# ---- vid_timing_monitor ----
==> vid_timing_monitor/final_clocks.png <==
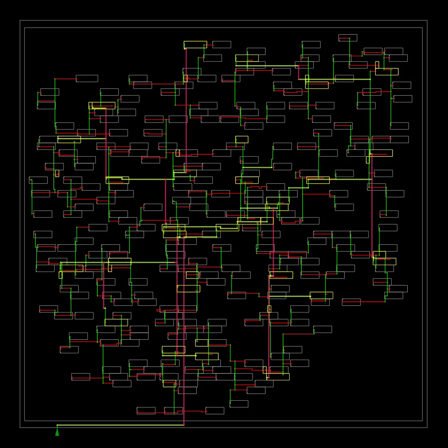

[src/rtl/vid_timing_monitor.sv]
// vid_timing_monitor: passive raster timing checker for the video output bus.
// Measures line/frame geometry from sync and blank strobes, publishes one
// coherent measurement set per frame, tracks lock and flags timing errors.
module vid_timing_monitor #(
  parameter int C_H_WIDTH         = 10,
  parameter int C_V_WIDTH         = 9,
  parameter bit C_SYNC_ACTIVE_LOW = 1'b1,
  parameter int C_LOCK_FRAMES     = 2
) (
  input  logic                 pixel_clk,
  input  logic                 rst_n,
  input  logic                 hsync,
  input  logic                 hblank,
  input  logic                 vsync,
  input  logic                 vblank,
  output logic [C_H_WIDTH-1:0] h_total,
  output logic [C_H_WIDTH-1:0] h_active,
  output logic [C_H_WIDTH-1:0] h_sync_width,
  output logic [C_V_WIDTH-1:0] v_total,
  output logic [C_V_WIDTH-1:0] v_active,
  output logic [C_V_WIDTH-1:0] v_sync_width,
  output logic                 frame_valid,
  output logic                 locked,
  output logic                 timing_error,
  output logic [15:0]          frame_count
);

  localparam logic [C_H_WIDTH-1:0] H_MAX       = {C_H_WIDTH{1'b1}};
  localparam logic [C_H_WIDTH-1:0] H_MAX_M1    = H_MAX - 1'b1;
  localparam logic [C_V_WIDTH-1:0] V_MAX       = {C_V_WIDTH{1'b1}};
  localparam logic [3:0]           LOCK_TARGET = 4'(C_LOCK_FRAMES);
  localparam logic [3:0]           LOCK_MIN    = 4'(C_LOCK_FRAMES - 1);

  function automatic logic [C_H_WIDTH-1:0] h_inc(input logic [C_H_WIDTH-1:0] x);
    return (x == H_MAX) ? x : x + 1'b1;
  endfunction

  function automatic logic [C_V_WIDTH-1:0] v_inc(input logic [C_V_WIDTH-1:0] x);
    return (x == V_MAX) ? x : x + 1'b1;
  endfunction

  // normalised syncs (1 = active) and leading-edge strobes
  logic hs, vs, hs_d, vs_d, hs_edge, vs_edge;
  assign hs      = hsync ^ C_SYNC_ACTIVE_LOW;
  assign vs      = vsync ^ C_SYNC_ACTIVE_LOW;
  assign hs_edge = hs & ~hs_d;
  assign vs_edge = vs & ~vs_d;

  // horizontal measurement state
  logic [C_H_WIDTH-1:0] h_cnt, hs_cnt, ha_cnt;
  logic [C_H_WIDTH-1:0] line_tot, line_act, line_sync;
  logic [C_H_WIDTH-1:0] ref_tot;
  logic                 ref_valid;

  // vertical / frame state
  logic [C_V_WIDTH-1:0] v_cnt, va_cnt, vs_cnt;
  logic [C_V_WIDTH-1:0] v_cnt_next, va_cnt_next, vs_cnt_next;
  logic                 v_sat, line_bad, bad_next, frame_bad, first_frame, h_lost;

  // snapshot taken at the vsync edge, published one clock later
  logic                 commit_pend, snap_bad;
  logic [C_H_WIDTH-1:0] snap_tot, snap_act, snap_sync;
  logic [C_V_WIDTH-1:0] snap_vt, snap_va, snap_vs;

  // lock tracking
  logic [3:0] match_cnt, match_next;
  logic       prev_valid, set_match, lock_next;

  // a line is bad if its length differs from the frame's first line or any counter pinned
  assign line_bad = hs_edge & ((ref_valid & (h_cnt != ref_tot)) | (h_cnt == H_MAX) |
                               (hs_cnt == H_MAX) | (ha_cnt == H_MAX));
  assign bad_next = frame_bad | line_bad | v_sat;
  // fires once, on the clock where the line counter reaches all-ones
  assign h_lost   = ~hs_edge & (h_cnt == H_MAX_M1);

  // register the normalised syncs for edge detection
  always_ff @(posedge pixel_clk) begin
    if (!rst_n) begin
      hs_d <= 1'b0;
      vs_d <= 1'b0;
    end else begin
      hs_d <= hs;
      vs_d <= vs;
    end
  end

  // per-line counters; values of the finished line latched on each hsync edge
  always_ff @(posedge pixel_clk) begin
    if (!rst_n) begin
      h_cnt     <= '0;
      hs_cnt    <= '0;
      ha_cnt    <= '0;
      line_tot  <= '0;
      line_act  <= '0;
      line_sync <= '0;
    end else if (hs_edge) begin
      line_tot  <= h_cnt;
      line_act  <= ha_cnt;
      line_sync <= hs_cnt;
      h_cnt     <= {{(C_H_WIDTH-1){1'b0}}, 1'b1};
      hs_cnt    <= {{(C_H_WIDTH-1){1'b0}}, hs};
      ha_cnt    <= {{(C_H_WIDTH-1){1'b0}}, ~hblank};
    end else begin
      h_cnt <= h_inc(h_cnt);
      if (hs)      hs_cnt <= h_inc(hs_cnt);
      if (!hblank) ha_cnt <= h_inc(ha_cnt);
    end
  end

  // line-counted vertical increments; a coincident hsync edge still counts here
  always_comb begin
    v_cnt_next  = v_cnt;
    va_cnt_next = va_cnt;
    vs_cnt_next = vs_cnt;
    v_sat       = 1'b0;
    if (hs_edge) begin
      v_cnt_next = v_inc(v_cnt);
      v_sat      = (v_cnt == V_MAX);
      if (!vblank) begin
        va_cnt_next = v_inc(va_cnt);
        v_sat       = v_sat | (va_cnt == V_MAX);
      end
      if (vs) begin
        vs_cnt_next = v_inc(vs_cnt);
        v_sat       = v_sat | (vs_cnt == V_MAX);
      end
    end
  end

  // vertical counters, frame reference and snapshot on the vsync edge
  always_ff @(posedge pixel_clk) begin
    if (!rst_n) begin
      v_cnt       <= '0;
      va_cnt      <= '0;
      vs_cnt      <= '0;
      frame_bad   <= 1'b0;
      ref_valid   <= 1'b0;
      ref_tot     <= '0;
      first_frame <= 1'b1;
      commit_pend <= 1'b0;
      snap_bad    <= 1'b0;
      snap_tot    <= '0;
      snap_act    <= '0;
      snap_sync   <= '0;
      snap_vt     <= '0;
      snap_va     <= '0;
      snap_vs     <= '0;
    end else begin
      commit_pend <= 1'b0;
      if (vs_edge) begin
        v_cnt     <= '0;
        va_cnt    <= '0;
        vs_cnt    <= '0;
        frame_bad <= 1'b0;
        ref_valid <= 1'b0;
        if (first_frame) begin
          first_frame <= 1'b0;
        end else begin
          commit_pend <= 1'b1;
          snap_tot    <= hs_edge ? h_cnt  : line_tot;
          snap_act    <= hs_edge ? ha_cnt : line_act;
          snap_sync   <= hs_edge ? hs_cnt : line_sync;
          snap_vt     <= v_cnt_next;
          snap_va     <= va_cnt_next;
          snap_vs     <= vs_cnt_next;
          snap_bad    <= bad_next;
        end
      end else begin
        v_cnt     <= v_cnt_next;
        va_cnt    <= va_cnt_next;
        vs_cnt    <= vs_cnt_next;
        frame_bad <= bad_next;
        if (hs_edge && !ref_valid) begin
          ref_tot   <= h_cnt;
          ref_valid <= 1'b1;
        end
      end
      if (h_lost) first_frame <= 1'b1;
    end
  end

  // compare the pending set against the last published one
  always_comb begin
    set_match = prev_valid && !snap_bad &&
                (snap_tot == h_total) && (snap_act == h_active) && (snap_sync == h_sync_width) &&
                (snap_vt == v_total) && (snap_va == v_active) && (snap_vs == v_sync_width);
    match_next = 4'd0;
    if (set_match) match_next = (match_cnt >= LOCK_TARGET) ? LOCK_TARGET : match_cnt + 4'd1;
    lock_next = set_match && (match_next >= LOCK_MIN);
  end

  // publish measurements, maintain lock, report errors
  always_ff @(posedge pixel_clk) begin
    if (!rst_n) begin
      h_total      <= '0;
      h_active     <= '0;
      h_sync_width <= '0;
      v_total      <= '0;
      v_active     <= '0;
      v_sync_width <= '0;
      frame_valid  <= 1'b0;
      locked       <= 1'b0;
      timing_error <= 1'b0;
      frame_count  <= '0;
      match_cnt    <= '0;
      prev_valid   <= 1'b0;
    end else begin
      frame_valid  <= 1'b0;
      timing_error <= 1'b0;
      if (commit_pend) begin
        h_total      <= snap_tot;
        h_active     <= snap_act;
        h_sync_width <= snap_sync;
        v_total      <= snap_vt;
        v_active     <= snap_va;
        v_sync_width <= snap_vs;
        frame_valid  <= 1'b1;
        frame_count  <= frame_count + 16'd1;
        match_cnt    <= match_next;
        locked       <= lock_next;
        timing_error <= locked & ~set_match;
        prev_valid   <= 1'b1;
      end
      // hsync vanished: drop lock and forget the reference set
      if (h_lost) begin
        locked     <= 1'b0;
        match_cnt  <= '0;
        prev_valid <= 1'b0;
        if (locked) timing_error <= 1'b1;
      end
    end
  end

endmodule

[config.mk]
export PLATFORM = sky130hd
export DESIGN_NAME = vid_timing_monitor
export DESIGN_NICKNAME = d
export VERILOG_FILES = /design/src/rtl/vid_timing_monitor.sv
export SDC_FILE = /design/constraint.sdc
export NUM_CORES = 1
export LEC_CHECK = 0
export CAP_MARGIN = 25
export CORE_MARGIN = 1.5
export CORE_UTILIZATION = 40
export DETAILED_ROUTE_END_ITERATION = 6
export GPL_TIMING_DRIVEN = 0
export PLACE_DENSITY = 0.65
export REMOVE_ABC_BUFFERS = 1
export SYNTH_ARGS = -nofsm -noshare
export SYNTH_HDL_FRONTEND = slang
export SYNTH_SLANG_ARGS = --single-unit
export TNS_END_PERCENT = 50
[constraint.sdc]
create_clock -name pixel_clk -period 3.5 [get_ports pixel_clk]
set_input_delay 0.525 -clock pixel_clk [delete_from_list [all_inputs] [get_ports pixel_clk]]
set_output_delay 0.525 -clock pixel_clk [all_outputs]
set_load 0.05 [all_outputs]
# ---- perf_counter_bank ----
--- config.mk ---
export PLATFORM = sky130hd
export DESIGN_NAME = perf_counter_bank
export DESIGN_NICKNAME = d
export VERILOG_FILES = /design/src/rtl/perf_counter_bank.sv
export SDC_FILE = /design/constraint.sdc
export NUM_CORES = 2
export LEC_CHECK = 0
export CAP_MARGIN = 20
export CORE_ASPECT_RATIO = 2
export CORE_UTILIZATION = 35
export DETAILED_ROUTE_END_ITERATION = 10
export PLACE_DENSITY_LB_ADDON = 0.25
export SETUP_SLACK_MARGIN = 0.05
export SLEW_MARGIN = 25
export SYNTH_ARGS = -nofsm -noshare
export SYNTH_HDL_FRONTEND = slang
export SYNTH_SLANG_ARGS = --single-unit
--- constraint.sdc ---
create_clock -name clock -period 29.9 [get_ports clock]
set_input_delay 4.485 -clock clock [delete_from_list [all_inputs] [get_ports clock]]
set_output_delay 4.485 -clock clock [all_outputs]
set_load 0.02 [all_outputs]
--- src/rtl/perf_counter_bank.sv ---
// perf_counter_bank: saturating per-channel event counters with
// snapshot-on-dump and a one-record-per-channel valid/ready drain.
module perf_counter_bank #(
  parameter int NUM_CH    = 8,
  parameter int INC_WIDTH = 4,
  parameter int CNT_WIDTH = 48,
  parameter int ID_WIDTH  = $clog2(NUM_CH)
) (
  input  logic                        clock,
  input  logic                        reset,
  input  logic [63:0]                 timer,
  input  logic                        log_enable,
  input  logic                        clean,
  input  logic                        dump,
  input  logic [NUM_CH*INC_WIDTH-1:0] inc,
  output logic                        out_valid,
  input  logic                        out_ready,
  output logic [ID_WIDTH-1:0]         out_id,
  output logic [CNT_WIDTH-1:0]        out_value,
  output logic [63:0]                 out_timer,
  output logic                        out_last,
  output logic                        busy,
  output logic [7:0]                  dump_dropped
);

  localparam logic [0:0] IDLE  = 1'b0;
  localparam logic [0:0] DRAIN = 1'b1;
  localparam logic [ID_WIDTH-1:0] LAST_ID = ID_WIDTH'(NUM_CH - 1);

  logic [0:0]           state;
  logic [CNT_WIDTH-1:0] cnt  [NUM_CH];
  logic [CNT_WIDTH-1:0] snap [NUM_CH];
  logic [CNT_WIDTH:0]   sum  [NUM_CH];
  logic [CNT_WIDTH-1:0] sat  [NUM_CH];
  logic [7:0]           drop_q;
  logic                 take;

  assign take = (state == IDLE) && dump;

  // one extra bit catches the carry that selects the saturated value
  always_comb begin
    for (int i = 0; i < NUM_CH; i++) begin
      sum[i] = {1'b0, cnt[i]}
             + {{(CNT_WIDTH + 1 - INC_WIDTH){1'b0}},
                inc[i*INC_WIDTH +: INC_WIDTH]};
      sat[i] = sum[i][CNT_WIDTH] ? '1 : sum[i][CNT_WIDTH-1:0];
    end
  end

  always_ff @(posedge clock or posedge reset) begin
    if (reset) begin
      for (int i = 0; i < NUM_CH; i++) begin
        cnt[i]  <= '0;
        snap[i] <= '0;
      end
    end else begin
      for (int i = 0; i < NUM_CH; i++) begin
        if (clean)
          cnt[i] <= '0;
        else if (log_enable)
          cnt[i] <= sat[i];
        if (take)
          snap[i] <= cnt[i];
      end
    end
  end

  always_ff @(posedge clock or posedge reset) begin
    if (reset) begin
      state     <= IDLE;
      out_id    <= '0;
      out_timer <= '0;
      drop_q    <= '0;
    end else begin
      unique case (state)
        IDLE: begin
          if (dump) begin
            state     <= DRAIN;
            out_id    <= '0;
            out_timer <= timer;
          end
        end
        DRAIN: begin
          if (out_ready) begin
            if (out_id == LAST_ID)
              state <= IDLE;
            else
              out_id <= out_id + ID_WIDTH'(1);
          end
          if (dump && drop_q != 8'hff)
            drop_q <= drop_q + 8'd1;
        end
        default: state <= IDLE;
      endcase
    end
  end

  assign busy         = (state == DRAIN);
  assign out_valid    = busy;
  assign out_value    = snap[out_id];
  assign out_last     = busy && (out_id == LAST_ID);
  assign dump_dropped = drop_q;

endmodule

# ---- compound_accumulator_flat ----
--- src/rtl/compound_accumulator_pkg.sv ---
// Shared request/result word types and the accumulator's private FSM types.
// The shared package comes first so every later file can import it.
package shared_types_pkg;

    typedef enum logic {
        MODE_READ  = 1'b0,
        MODE_WRITE = 1'b1
    } mode_e;

    typedef struct packed {
        mode_e              mode;
        logic signed [31:0] x;
        logic               y;
    } CompoundType;

endpackage

package compound_accumulator_types;

    typedef enum logic {
        RECV = 1'b0,
        SEND = 1'b1
    } state_e;

    localparam logic [7:0] COUNT_MAX = 8'hFF;

endpackage

--- src/rtl/compound_accumulator_if.sv ---
// Request/result handshake bundle between a producer/consumer and the accumulator.
interface compound_accumulator_if;
    import shared_types_pkg::*;

    CompoundType c_in;
    logic        c_in_sync;
    logic        c_in_notify;
    CompoundType c_out;
    logic        c_out_sync;
    logic        c_out_notify;
    logic [7:0]  acc_count;

    modport slave (
        input  c_in, c_in_sync, c_out_sync,
        output c_in_notify, c_out, c_out_notify, acc_count
    );

    modport master (
        output c_in, c_in_sync, c_out_sync,
        input  c_in_notify, c_out, c_out_notify, acc_count
    );

endinterface

--- src/rtl/compound_acc_alu.sv ---
// Combinational 32-bit wrapping adder with signed-overflow detect.
module compound_acc_alu (
    input  logic signed [31:0] acc,
    input  logic signed [31:0] x,
    output logic signed [31:0] sum,
    output logic               ovf_now
);

    always_comb begin
        sum     = acc + x;
        // Overflow only when both operands share a sign the result lacks.
        ovf_now = (acc[31] == x[31]) && (sum[31] != acc[31]);
    end

endmodule

--- src/rtl/compound_accumulator.sv ---
// Signed accumulator: writes add/load, reads return {acc, ovf} through a
// two-state RECV/SEND handshake, optionally clearing when the result is taken.
module compound_accumulator
    import shared_types_pkg::*;
    import compound_accumulator_types::*;
(
    input  logic                        clk,
    input  logic                        rst,
    compound_accumulator_if.slave       bus
);

    state_e             state;
    state_e             state_next;
    logic               in_notify;
    logic               out_notify;
    logic               in_fire;
    logic               out_fire;
    logic signed [31:0] acc;
    logic signed [31:0] sum;
    logic               ovf;
    logic               ovf_now;
    logic               clr_on_take;
    logic [7:0]         acc_count_q;
    CompoundType        c_out_q;

    compound_acc_alu u_alu (
        .acc     (acc),
        .x       (bus.c_in.x),
        .sum     (sum),
        .ovf_now (ovf_now)
    );

    always_ff @(posedge clk or negedge rst) begin
        if (!rst) state <= RECV;
        else      state <= state_next;
    end

    always_comb begin
        state_next = state;
        in_notify  = 1'b0;
        out_notify = 1'b0;
        unique case (state)
            RECV: begin
                in_notify = 1'b1;
                if (bus.c_in_sync && bus.c_in.mode == MODE_READ) state_next = SEND;
            end
            SEND: begin
                out_notify = 1'b1;
                if (bus.c_out_sync) state_next = RECV;
            end
            default: state_next = RECV;
        endcase
    end

    assign in_fire  = in_notify  & bus.c_in_sync;
    assign out_fire = out_notify & bus.c_out_sync;

    always_ff @(posedge clk or negedge rst) begin
        if (!rst) begin
            acc         <= '0;
            ovf         <= 1'b0;
            acc_count_q <= '0;
            clr_on_take <= 1'b0;
            c_out_q     <= '{mode: MODE_READ, x: '0, y: 1'b0};
        end else begin
            if (in_fire) begin
                if (bus.c_in.mode == MODE_WRITE) begin
                    // y=1 restarts the running sum; y=0 accumulates with sticky overflow.
                    if (bus.c_in.y) begin
                        acc <= bus.c_in.x;
                        ovf <= 1'b0;
                    end else begin
                        acc <= sum;
                        ovf <= ovf | ovf_now;
                    end
                    if (acc_count_q != COUNT_MAX) acc_count_q <= acc_count_q + 8'd1;
                end else begin
                    c_out_q     <= '{mode: MODE_READ, x: acc, y: ovf};
                    clr_on_take <= bus.c_in.y;
                end
            end
            if (out_fire && clr_on_take) begin
                acc         <= '0;
                ovf         <= 1'b0;
                acc_count_q <= '0;
            end
        end
    end

    assign bus.c_in_notify  = in_notify;
    assign bus.c_out_notify = out_notify;
    assign bus.c_out        = c_out_q;
    assign bus.acc_count    = acc_count_q;

endmodule

--- src/flat_wrapper.sv ---
// flat-port wrapper written by rule: the top's interface ports become plain ports
module compound_accumulator_flat import shared_types_pkg::*; import compound_accumulator_types::*;
  (clk, rst, bus_c_in, bus_c_in_sync, bus_c_out_sync, bus_c_in_notify, bus_c_out, bus_c_out_notify, bus_acc_count);
  compound_accumulator_if bus_i ();
  input  logic clk;
  input  logic rst;
  input wire logic [$bits(bus_i.c_in)-1:0] bus_c_in;
  input wire logic [$bits(bus_i.c_in_sync)-1:0] bus_c_in_sync;
  input wire logic [$bits(bus_i.c_out_sync)-1:0] bus_c_out_sync;
  output wire logic [$bits(bus_i.c_in_notify)-1:0] bus_c_in_notify;
  output wire logic [$bits(bus_i.c_out)-1:0] bus_c_out;
  output wire logic [$bits(bus_i.c_out_notify)-1:0] bus_c_out_notify;
  output wire logic [$bits(bus_i.acc_count)-1:0] bus_acc_count;
  assign bus_i.c_in = bus_c_in;
  assign bus_i.c_in_sync = bus_c_in_sync;
  assign bus_i.c_out_sync = bus_c_out_sync;
  assign bus_c_in_notify = bus_i.c_in_notify;
  assign bus_c_out = bus_i.c_out;
  assign bus_c_out_notify = bus_i.c_out_notify;
  assign bus_acc_count = bus_i.acc_count;
  compound_accumulator u_core (.clk(clk), .rst(rst), .bus(bus_i));
endmodule
--- config.mk ---
export PLATFORM = sky130hd
export DESIGN_NAME = compound_accumulator_flat
export DESIGN_NICKNAME = d
export VERILOG_FILES = /design/src/rtl/compound_accumulator_pkg.sv /design/src/rtl/compound_accumulator_if.sv /design/src/rtl/compound_acc_alu.sv /design/src/rtl/compound_accumulator.sv /design/src/flat_wrapper.sv
export SDC_FILE = /design/constraint.sdc
export NUM_CORES = 1
export LEC_CHECK = 0
export ABC_AREA = 1
export CAP_MARGIN = 15
export CORE_ASPECT_RATIO = 1.2
export CORE_MARGIN = 4
export CORE_UTILIZATION = 53
export DETAILED_ROUTE_END_ITERATION = 10
export HOLD_SLACK_MARGIN = 0.08
export PLACE_DENSITY = 0.79
export SKIP_CTS_REPAIR_TIMING = 1
export SLEW_MARGIN = 25
export SYNTH_ARGS = -nofsm -noshare
export SYNTH_HDL_FRONTEND = slang
export SYNTH_SLANG_ARGS = --single-unit
export TNS_END_PERCENT = 1
--- constraint.sdc ---
create_clock -name clk -period 2.6 [get_ports clk]
set_input_delay 0.26 -clock clk [delete_from_list [all_inputs] [get_ports clk]]
set_output_delay 0.26 -clock clk [all_outputs]
set_load 0.01 [all_outputs]
# ---- sa_out_arbiter ----
===== src/rtl/sa_out_arbiter.sv =====
`timescale 1ns/1ps
// ---------------------------------------------------------------------------
// sa_out_arbiter
//   Switch-allocation arbiter for one output direction of a 2-D mesh router.
//   The four input channels (L, W, E, N) compete for a single output link.
//   Arbitration is round-robin at packet granularity. A head flit takes a
//   wormhole lock that is held until the matching tail flit. If the lock owner
//   stalls for TIMEOUT cycles, the lock is forcibly released. Downstream
//   backpressure (out_full) blocks every transfer.
//
//   Optional build macro: SA_ARB_STATS_EN adds the flit_cnt and grant_cnt
//   statistics ports.
//
// Ports
//   clk           rising-edge clock
//   rst_n         asynchronous active-low reset
//   req_valid[3:0] per-input request (0=L, 1=W, 2=E, 3=N)
//   req_data      packed flits, slice i = [i*DATASIZE +: DATASIZE]
//   req_ready[3:0] one-hot combinational pop strobe to the granted input
//   out_full      downstream buffer full
//   out_valid     registered one-cycle flit valid
//   out_data      registered flit; holds its last value between flits
//   lock_owner    owning input while locked
//   locked        wormhole lock held
//   lock_timeout  one-cycle pulse on forced lock release
//   flit_cnt      (SA_ARB_STATS_EN) wrapping count of accepted flits
//   grant_cnt     (SA_ARB_STATS_EN) per-input saturating count of IDLE grants,
//                 byte i = input i
// ---------------------------------------------------------------------------
module sa_out_arbiter #(
    parameter int DATASIZE = 40,
    parameter int TIMEOUT  = 16,
    parameter int TO_W     = 5
) (
    input  logic                    clk,
    input  logic                    rst_n,
    input  logic [3:0]              req_valid,
    input  logic [4*DATASIZE-1:0]   req_data,
    output logic [3:0]              req_ready,
    input  logic                    out_full,
    output logic                    out_valid,
    output logic [DATASIZE-1:0]     out_data,
    output logic [1:0]              lock_owner,
    output logic                    locked,
    output logic                    lock_timeout
`ifdef SA_ARB_STATS_EN
    ,
    output logic [15:0]             flit_cnt,
    output logic [31:0]             grant_cnt
`endif
);

    typedef enum logic {IDLE = 1'b0, LOCKED = 1'b1} state_t;

    localparam logic [1:0] T_SINGLE = 2'b00;
    localparam logic [1:0] T_HEAD   = 2'b01;
    localparam logic [1:0] T_TAIL   = 2'b11;

    state_t                state;
    logic [1:0]            rr_ptr;
    logic [1:0]            owner;
    logic [TO_W-1:0]       idle_cnt;

    logic                  vld_p1;
    logic [DATASIZE-1:0]   data_p1;
    logic                  timeout_p1;

    logic [2:0]            pick;
    logic                  sel_hit;
    logic [1:0]            sel_idx;
    logic                  accept;
    logic [DATASIZE-1:0]   sel_flit;
    logic [1:0]            sel_type;
    logic                  owner_stall;

    // Returns {hit, index}: the first requester found when scanning from ptr
    // upward, modulo 4. The descending loop lets the nearest candidate
    // overwrite the farther ones.
    function automatic logic [2:0] rr_pick(input logic [3:0] req, input logic [1:0] ptr);
        logic [2:0] res;
        logic [1:0] idx;
        res = 3'b000;
        for (int k = 3; k >= 0; k--) begin
            idx = ptr + 2'(k);
            if (req[idx]) res = {1'b1, idx};
        end
        return res;
    endfunction

    // ---- stage p0: selection and combinational grant ----
    always_comb begin
        pick = rr_pick(req_valid, rr_ptr);
        if (state == LOCKED) begin
            sel_hit = req_valid[owner];
            sel_idx = owner;
        end else begin
            sel_hit = pick[2];
            sel_idx = pick[1:0];
        end
    end

    // rst_n gates the strobe so that no source pops while the arbiter is held in reset.
    assign accept    = sel_hit & ~out_full & rst_n;
    assign req_ready = accept ? (4'b0001 << sel_idx) : 4'b0000;
    assign sel_flit  = req_data[sel_idx*DATASIZE +: DATASIZE];
    assign sel_type  = sel_flit[1:0];

    // A stall counts toward the timeout only when the owner has nothing to
    // send. A cycle blocked by out_full freezes the counter.
    assign owner_stall = (state == LOCKED) & ~out_full & ~req_valid[owner];

    // ---- stage p1: registered state and output flit ----
    always_ff @(posedge clk or negedge rst_n) begin
        if (!rst_n) begin
            state      <= IDLE;
            rr_ptr     <= 2'd0;
            owner      <= 2'd0;
            idle_cnt   <= '0;
            vld_p1     <= 1'b0;
            data_p1    <= '0;
            timeout_p1 <= 1'b0;
        end else begin
            vld_p1     <= accept;
            timeout_p1 <= 1'b0;
            if (accept) begin
                data_p1  <= sel_flit;
                idle_cnt <= '0;
                if (state == IDLE) begin
                    rr_ptr <= sel_idx + 2'd1;
                    if (sel_type == T_HEAD) begin
                        state <= LOCKED;
                        owner <= sel_idx;
                    end
                end else if (sel_type == T_TAIL || sel_type == T_SINGLE) begin
                    // rr_ptr already moved past the owner when the head flit was granted.
                    state <= IDLE;
                end
            end else if (owner_stall) begin
                // Release on the increment that would reach TIMEOUT, so the
                // counter itself never holds the value TIMEOUT.
                if (idle_cnt == TO_W'(TIMEOUT - 1)) begin
                    state      <= IDLE;
                    idle_cnt   <= '0;
                    timeout_p1 <= 1'b1;
                    rr_ptr     <= owner + 2'd1;
                end else begin
                    idle_cnt <= idle_cnt + TO_W'(1);
                end
            end
        end
    end

    assign out_valid    = vld_p1;
    assign out_data     = data_p1;
    assign lock_timeout = timeout_p1;
    assign lock_owner   = owner;
    assign locked       = (state == LOCKED);

`ifdef SA_ARB_STATS_EN
    logic [7:0] gcnt [4];

    function automatic logic [7:0] sat_inc8(input logic [7:0] v);
        return (v == 8'hFF) ? v : v + 8'd1;
    endfunction

    // ---- stage p1: statistics ----
    always_ff @(posedge clk or negedge rst_n) begin
        if (!rst_n) begin
            flit_cnt <= 16'd0;
            for (int i = 0; i < 4; i++) gcnt[i] <= 8'd0;
        end else if (accept) begin
            flit_cnt <= flit_cnt + 16'd1;
            if (state == IDLE) gcnt[sel_idx] <= sat_inc8(gcnt[sel_idx]);
        end
    end

    assign grant_cnt = {gcnt[3], gcnt[2], gcnt[1], gcnt[0]};
`endif

endmodule


===== config.mk =====
export PLATFORM = sky130hd
export DESIGN_NAME = sa_out_arbiter
export DESIGN_NICKNAME = d
export VERILOG_FILES = /design/src/rtl/sa_out_arbiter.sv
export SDC_FILE = /design/constraint.sdc
export NUM_CORES = 1
export LEC_CHECK = 0
export ABC_CLOCK_PERIOD_IN_PS = 3200
export CAP_MARGIN = 20
export CELL_PAD_IN_SITES_DETAIL_PLACEMENT = 1
export CELL_PAD_IN_SITES_GLOBAL_PLACEMENT = 2
export CORE_MARGIN = 2
export CORE_UTILIZATION = 20
export CTS_CLUSTER_DIAMETER = 120
export DETAILED_ROUTE_END_ITERATION = 6
export HOLD_SLACK_MARGIN = 0.12
export PLACE_DENSITY = 0.83
export REMOVE_ABC_BUFFERS = 1
export SETUP_SLACK_MARGIN = 0.1
export SLEW_MARGIN = 40
export SYNTH_ARGS = -nofsm -noshare
export SYNTH_HDL_FRONTEND = slang
export SYNTH_SLANG_ARGS = --single-unit

===== constraint.sdc =====
create_clock -name clk -period 3.2 [get_ports clk]
set_clock_uncertainty 0.15 [all_clocks]
set_input_delay 0.32 -clock clk [delete_from_list [all_inputs] [get_ports clk]]
set_output_delay 0.32 -clock clk [all_outputs]
set_load 0.05 [all_outputs]

==> perf_counter_bank/final_clocks.png <==
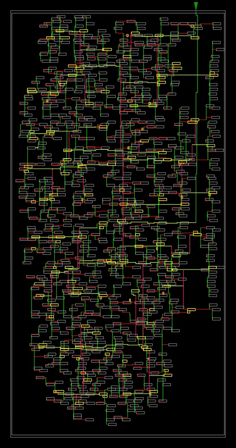
sequential cell count: 844
number of clock sinks seen by CTS: 844
number of CTS-inserted buffers: 83

==> reports/metrics.yaml, perf_counter_bank <==
cts:
  cts-htree-levels: 3
  max-clock-path-buffers: 3
cells_and_area:
  antennaDiodeCount: 2
  final-seq-area_sq_um: 21100
critical_path:
  critPathBufInv: 3
  path_max_fanout: 39
  ff2ff_path_depth: 7
logic_synthesis:
  synth_top_flop_cell: "dfrtp_1"
  yosys-stat-cells: 4636
  synthCells: 4636
  yosys_area_sq_um: 42600
  synth-edff-count: 0
power_and_ir_drop:
  p_per_area_nw_per_um2: 64.9
  power.switching_w: 0.000997
  combinational_cell_power_consumption_w: 0.000682
  power_leakage_nw: 21.7
  reported_clock_group_power_w: 0.00113
sta:
  setup_tns_final_ns: 0
  finalCriticalPeriod_ns: 9.15
  fmax_ghz: 0.109
routing:
  ant_nets: 0
die:
  die_x_microns: 249
outcome:
  run_status: "finished, final reports clean"
## perf_counter_bank: layer usage
layer,part of all wire (%),global-route usage [%],up-vias
li1,-,-,16672
met1,34,26.5,18251
met2,52,47.7,1334
met3,4.6,3.87,554
met4,9.8,23.6,0
met5,0,0,-
## perf_counter_bank: flip-flops by register name (all words and copies together), names as in the netlist
| signal | flops |
|---|---|
| busy | 1 |
| cnt | 384 |
| out_id | 3 |
| snap | 384 |
| out_timer | 64 |
| dump_dropped | 8 |
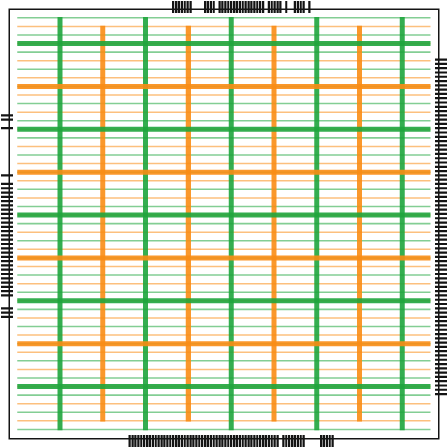
(sa_out_arbiter/pdn.png)
Pins as bars on the die edge.
- VSS: green
- VDD: orange
- signal pins: 216
- met5 straps: 9
- met1 rails: 49

==> reports/metrics.yaml, sa_out_arbiter <==
die:
  chip_area_sq_um: 18400
  tap-cell-count: 225
  die_x_microns: 136
  floorplan.die.height_microns: 136
cts:
  clock_latency_at_the_later_pin_of_the_worst_skew_pair_ns: 0.29
  clockRootBuffer: "clkbuf_16"
  cts.sink_count: 52
  post_cts_resize_count: 0
  cts-htree-levels: 2
cells_and_area:
  area.share.combinational_pct: 31.3
  num-fill-cells: 1984
  register_share_of_the_cell_area_pct: 21.9
  clockBufferCount: 7
  layout.non_clock_inverters: 4
  bufAreaShareNonClock_pct: 39.2
  fraction_of_final_layout_cells_with_drive_strength_greater_than_1_pct: 6.43
grt:
  groute.layer.met2.usage_pct: 28.7
  wire_length_of_the_first_global_routing_pass_microns: 22700
  grt-ovfl-total: 0
  globalRouteTotalUtil_pct: 15.4
  antenna_found_initial: 0
logic_synthesis:
  synth.cellmix.adderShare_pct: 0.721
  synthesis.area_sq_um: 3470
  postSynthAreaPerCell_sq_um: 8.53
  synthTopLogicFamily: "AND-OR/OR-AND gates"
  synth-async-reset-ratio_pct: 100
  mux_area_share_pct: 1.23
  yosysSeqAreaShare_pct: 37.5
  synth.most_common_cell: "nand2_1"
  synth-edff-count: 0
  top_cells_by_count: "nand2_1, a21oi_1, dfrtp_1, a21o_1, a221oi_1"
place:
  routability_cong: 0.823
  placement.io_buffers: 215
  dpl_worst_slack_ns: 0.246
sta:
  drv_slew: 0
  worst_slew_pin_slew_ns: 0.725
  finalClockPeriodUsage_pct: 91.6
  finalCriticalPeriod_ns: 2.93
  setup_viol: 0
hold_path:
  hold_end: "out_data[24]"
critical_path:
  critical_path_arrival_ns: 2.46
  timing.critical_path.to_type: "output pin"
  timing.critical_path.depth: 8
  critical-path-max-stage-delay_ns: 0.52
  regToRegEndpoint: "out_data[2]"
  regToRegSetupSlack_ns: 0.53
  required_ns: 2.73
  path_max_fanout: 22
power_and_ir_drop:
  p_per_area_nw_per_um2: 915
  power_frac_seq_pct: 21.1
  top_power_group: "combinational cells"
routing:
  ant_nets: 0
  drt-wirelength-per-cell_microns: 17.9
  wl_met1_microns: 6260
  routed_via_density: 4.84
outcome:
  run_status: "finished, final reports clean"
sa_out_arbiter: registers in the layout, indices dropped and copies added, names as in the netlist:
name,cells
lock_owner,2
lock_timeout,1
rr_ptr,2
out_valid,1
idle_cnt,5
out_data,40
locked,1
sa_out_arbiter: per-stage QoR:
step	instance area (sq um)	hold WS [ns]
finish	5930	0.326
floorplan	3160	-0.126
global placement	5770	0.309
global route	5930	0.341
detailed placement	5770	0.315
CTS	5930	0.334
sa_out_arbiter: repair_timing:
item / in CTS / in global routing
buffers inserted: 0 / 0
endpoints found under the hold margin: 52 / 0
hold buffers: 1 / 0
setup endpoints to repair: 0 / 0
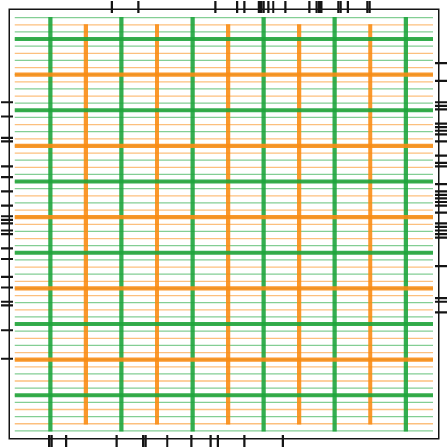
(vid_timing_monitor/pdn.png)
Pins as bars on the die edge.
- VSS: green
- VDD: orange
- rows: 58
- met5 straps: 11
- met4 straps: 11

About vid_timing_monitor/final_clocks.png:
maximum clock skew at final layout: 0.00793 ns
clock latency at the later pin of the worst-skew pair: 0.51 ns
number of clock sinks seen by CTS: 242
reported clock group power: 0.00257 W
number of CTS-inserted buffers: 26

==> reports/metrics.yaml, vid_timing_monitor <==
outcome:
  run_status: "finished, final reports clean"
critical_path:
  required_ns: 3.88
  timing.critical_path.to_type: "flop"
  rr_startpoint: "hs_d"
  critPathLaunchType: "primary input"
  capture_point_of_the_critical_path: "snap_bad"
  regToRegSetupSlack_ns: 1.17
  critical_path_arrival_ns: 3.01
run:
  tool_warnings: 29
  maxCapViolations: 0
grt:
  met3_use_gr_pct: 2.56
  grt_start_max_net_pins: 119
  most_used_routing_layer: "met2"
  grt_pass1_vias: 7083
hold_path:
  hold_path.startpoint: "rst_n"
  min-delay-path-class: "in2reg"
  min_delay_path_depth: 2
  hold_end: "snap_act[3]"
logic_synthesis:
  ys_sh_aoi_pct: 9.11
  synth_cell_type_count: 54
  synth-edff-count: 0
  ys_seq_elements: 242
  synthCells: 1076
  synth.cellmix.adderShare_pct: 1.22
die:
  floorplan.core_util_pct: 40.9
  chip_area_sq_um: 26700
power_and_ir_drop:
  p_sw_share_pct: 22.4
  power_leakage_nw: 4.95
  power.switching_w: 0.00129
  pwr-share-clk_pct: 44.5
cells_and_area:
  antennaDiodeCount: 0
  layout.non_clock_inverters: 29
  largest_register_ffs: 16
  utilization_pct: 48.9
  layout.area.comb_sq_um: 5120
  final-instance-count-excl-fill: 1486
  nonClockBufferCount: 94
  flop-count: 242
  final-seq-area_sq_um: 4850
place:
  dp_hpwl_microns: 15200
  placed_cells: 1441
sta:
  drv_slew: 0
  setup_repair_after_global_routing_missed_its_margin: "false"
routing:
  routed_via_density: 5.05
  route.met2.wl_microns: 9600
  finalWirelength_microns: 22100
cts:
  clk_transition_reported_paths_ns: 0.06
  cts.repair_timing.setup_buffer_count: 0
==> vid_timing_monitor: power groups by stage <==
stage	logic [W]	registers, W	clock network (W)
after CTS	0.000355	0.00286	0.00265
after global routing	0.000390	0.00286	0.00275
final	0.000355	0.00286	0.00257
after floorplan	0.000214	0.00292	0
after global placement	0.000350	0.00292	0
after detailed placement	0.000353	0.00292	0
==> vid_timing_monitor: critical path: stages <==
cell and delay, ns:
clkdlybuf4s50_1 0.62, or2_2 0.55, buf_12 0.28, o41ai_1 0.13, or3_1 0.38, nor4_1 0.37
o21ai_0 0.15
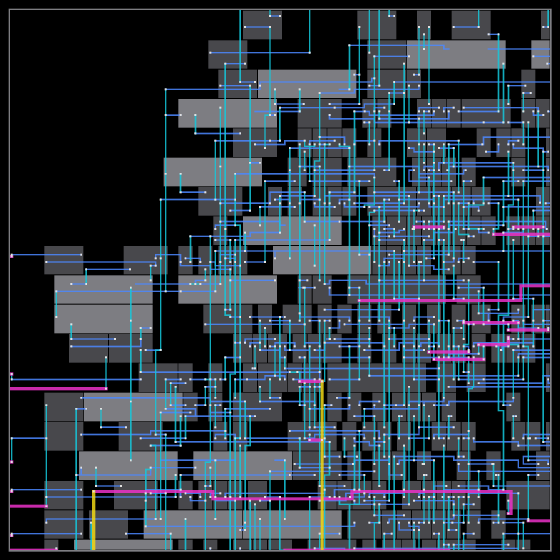
(compound_accumulator_flat/zoom.png)
Region (1, 67) to (51, 117) microns. Cells in gray, sequential cells in the stronger gray; small squares are vias.
- met1: blue
- met4: yellow
- met2: cyan
- met3: magenta
- most frequent: nand2_1 (69), nor2_1 (28), inv_1 (25)
- cells with their middle in the window: 194
- netlist names of flops here include: `u_core.acc` (7), `u_core.bus.c_out` (7)
- sequential cells in the window: 14

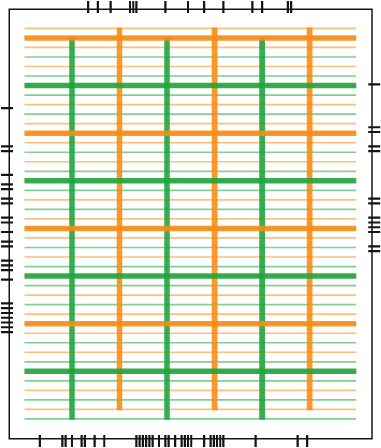
(compound_accumulator_flat/pdn.png)
Pins as bars on the die edge.
- VSS: green
- VDD: orange
- met1 rails: 42
- rows: 41

==> reports/metrics.yaml, compound_accumulator_flat <==
outcome:
  run_status: "finished, final reports clean"
power_and_ir_drop:
  p_sw_share_pct: 41.7
  power_frac_seq_pct: 29.2
  reported_clock_group_power_w: 0.00128
  p_per_area_nw_per_um2: 909
  share_comb_of_total_power_pct: 50.8
die:
  placeable_area_sq_um: 10600
  floorplan.die.height_microns: 122
  die_x_microns: 103
  chip_area_sq_um: 12600
critical_path:
  regToRegEndpoint: "u_core.acc[16]"
  startpoint: "bus_c_in[1]"
  critPathBufInv: 3
  cp_max_delay_cell: "clkdlybuf4s50_1"
  capture_point_of_the_critical_path: "u_core.acc[16]"
logic_synthesis:
  yosys_area_sq_um: 5760
  yosys.area_share.simple_pct: 35.2
cts:
  max-clock-path-buffers: 2
  clk_transition_reported_paths_ns: 0.06
place:
  routability_cong: 0.979
cells_and_area:
  flop-count: 76
  num-fill-cells: 923
  commonest_non_fill_non_tap_cell_in_the_layout: "nand2_1"
  utilization_pct: 66.4
routing:
  route.detailed.drc: 0
  drt-wirelength-per-cell_microns: 13.7
hold_path:
  min-delay-path-class: "reg2reg"
  min_delay_path_depth: 2
  hold_path.startpoint: "u_core.ovf"
sta:
  final.setup_skew_ns: 0.00964
  hold_viol_final: 0
  setup_viol: 0
  finalClockPeriodUsage_pct: 85.0
grt:
  globalRouteTotalUtil_pct: 24.9
compound_accumulator_flat: routing by layer:
metal  vias up  global-route usage [%]  routed length [microns]
met4         0                    9.07                      369
met1      2543                    34.9                     7070
met3        28                    3.30                      678
li1       2861                       -                        -
met2       147                    39.4                     6900
met5         -                       0                        0
compound_accumulator_flat: flip-flops by register name (all words and copies together) (netlist names):
| signal | cells |
|---|---|
| u_core.state | 1 |
| u_core.bus.acc_count | 8 |
| u_core.bus.c_out | 33 |
| u_core.acc | 32 |
| u_core.clr_on_take | 1 |
| u_core.ovf | 1 |

==> gallery <==
Logic cells by family.
picture 1
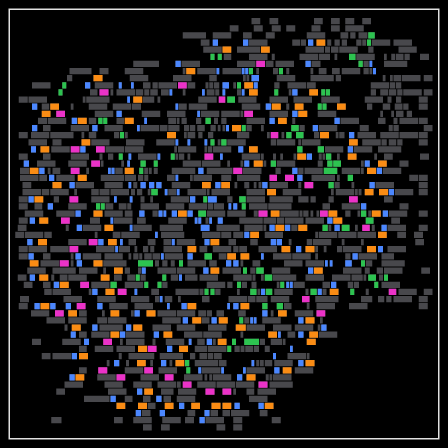
picture 2
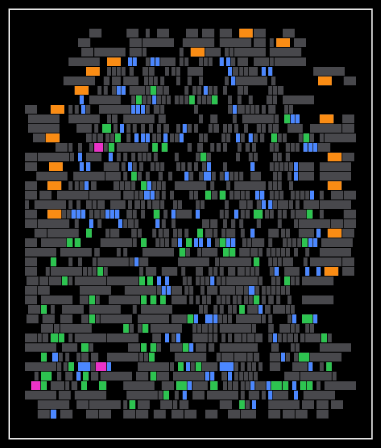
picture 3
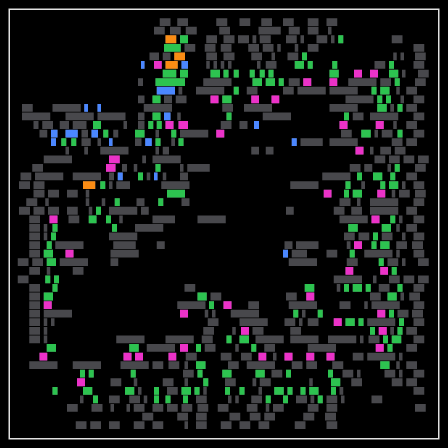
compound_accumulator_flat is picture 2.
sa_out_arbiter is picture 3.
vid_timing_monitor is picture 1.
The one with the most cells is picture 1.
The one with the fewest cells is picture 3.



## Gallery

Register map, names as in the netlist.
Other sequential cells in the stronger gray, the rest of the logic in the fainter gray.
(a)
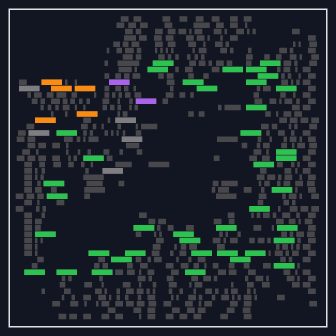
(b)
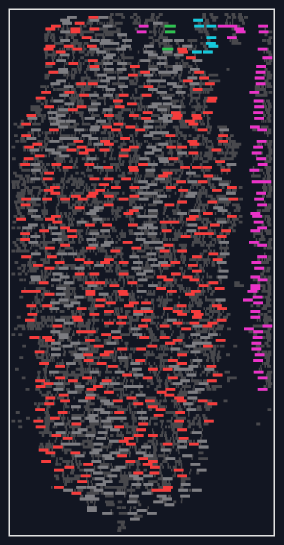
(c)
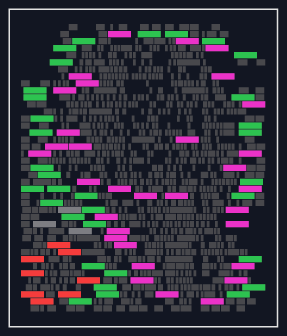
(b) -> perf_counter_bank
(a) -> sa_out_arbiter
(c) -> compound_accumulator_flat
- fewest cells: (a)
- fewest sequential cells: (a)

Key to (b):
- `out_timer`: magenta (flops 64)
- `out_id`: green (flops 3)
- `cnt`: red (flops 384)
- `dump_dropped`: cyan (flops 8; where upper right)
- not colored: 385


==> layout pictures side by side <==
Zoomed window.
panel A
Region (37, 346) to (87, 396) microns. Cells in gray, sequential cells in the stronger gray; small squares are vias.
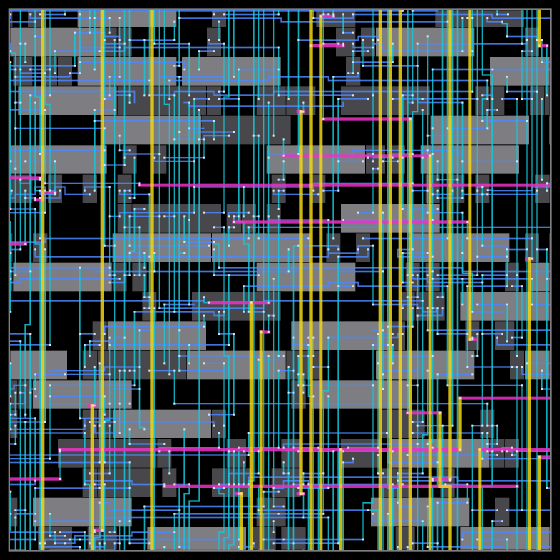
panel B
Region (9, 77) to (59, 127) microns. Cells in gray, sequential cells in the stronger gray; small squares are vias.
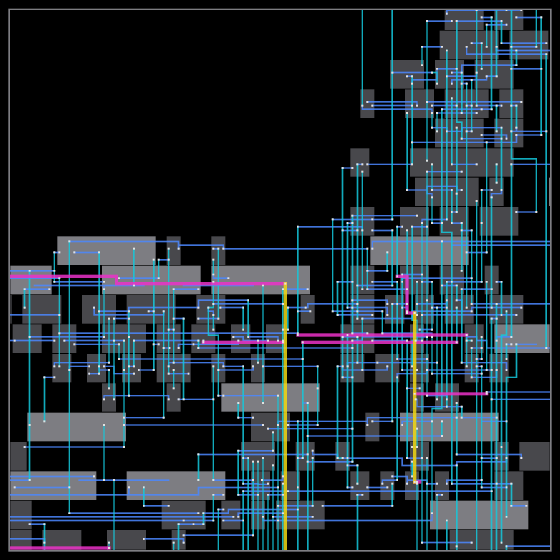
panel C
Region (16, 98) to (66, 148) microns. Cells in gray, sequential cells in the stronger gray; small squares are vias.
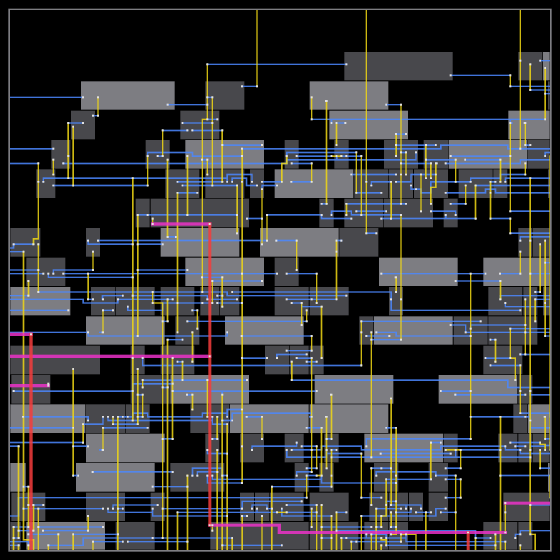
For perf_counter_bank, see panel A.
For vid_timing_monitor, see panel C.
For sa_out_arbiter, see panel B.

Key to panel C:
- met3: magenta
- met4: red
- met1: blue
- met2: yellow
- netlist names of flops here include: `snap_vt` (4), `v_cnt` (4), `va_cnt` (4)
- most frequent: dfxtp_1 (25), nor2_1 (14), nand2_1 (12)
- sequential cells in the window: 26
- cells with their middle in the window: 119

Power figures rest on the tool's default switching activity, not on a simulated workload.
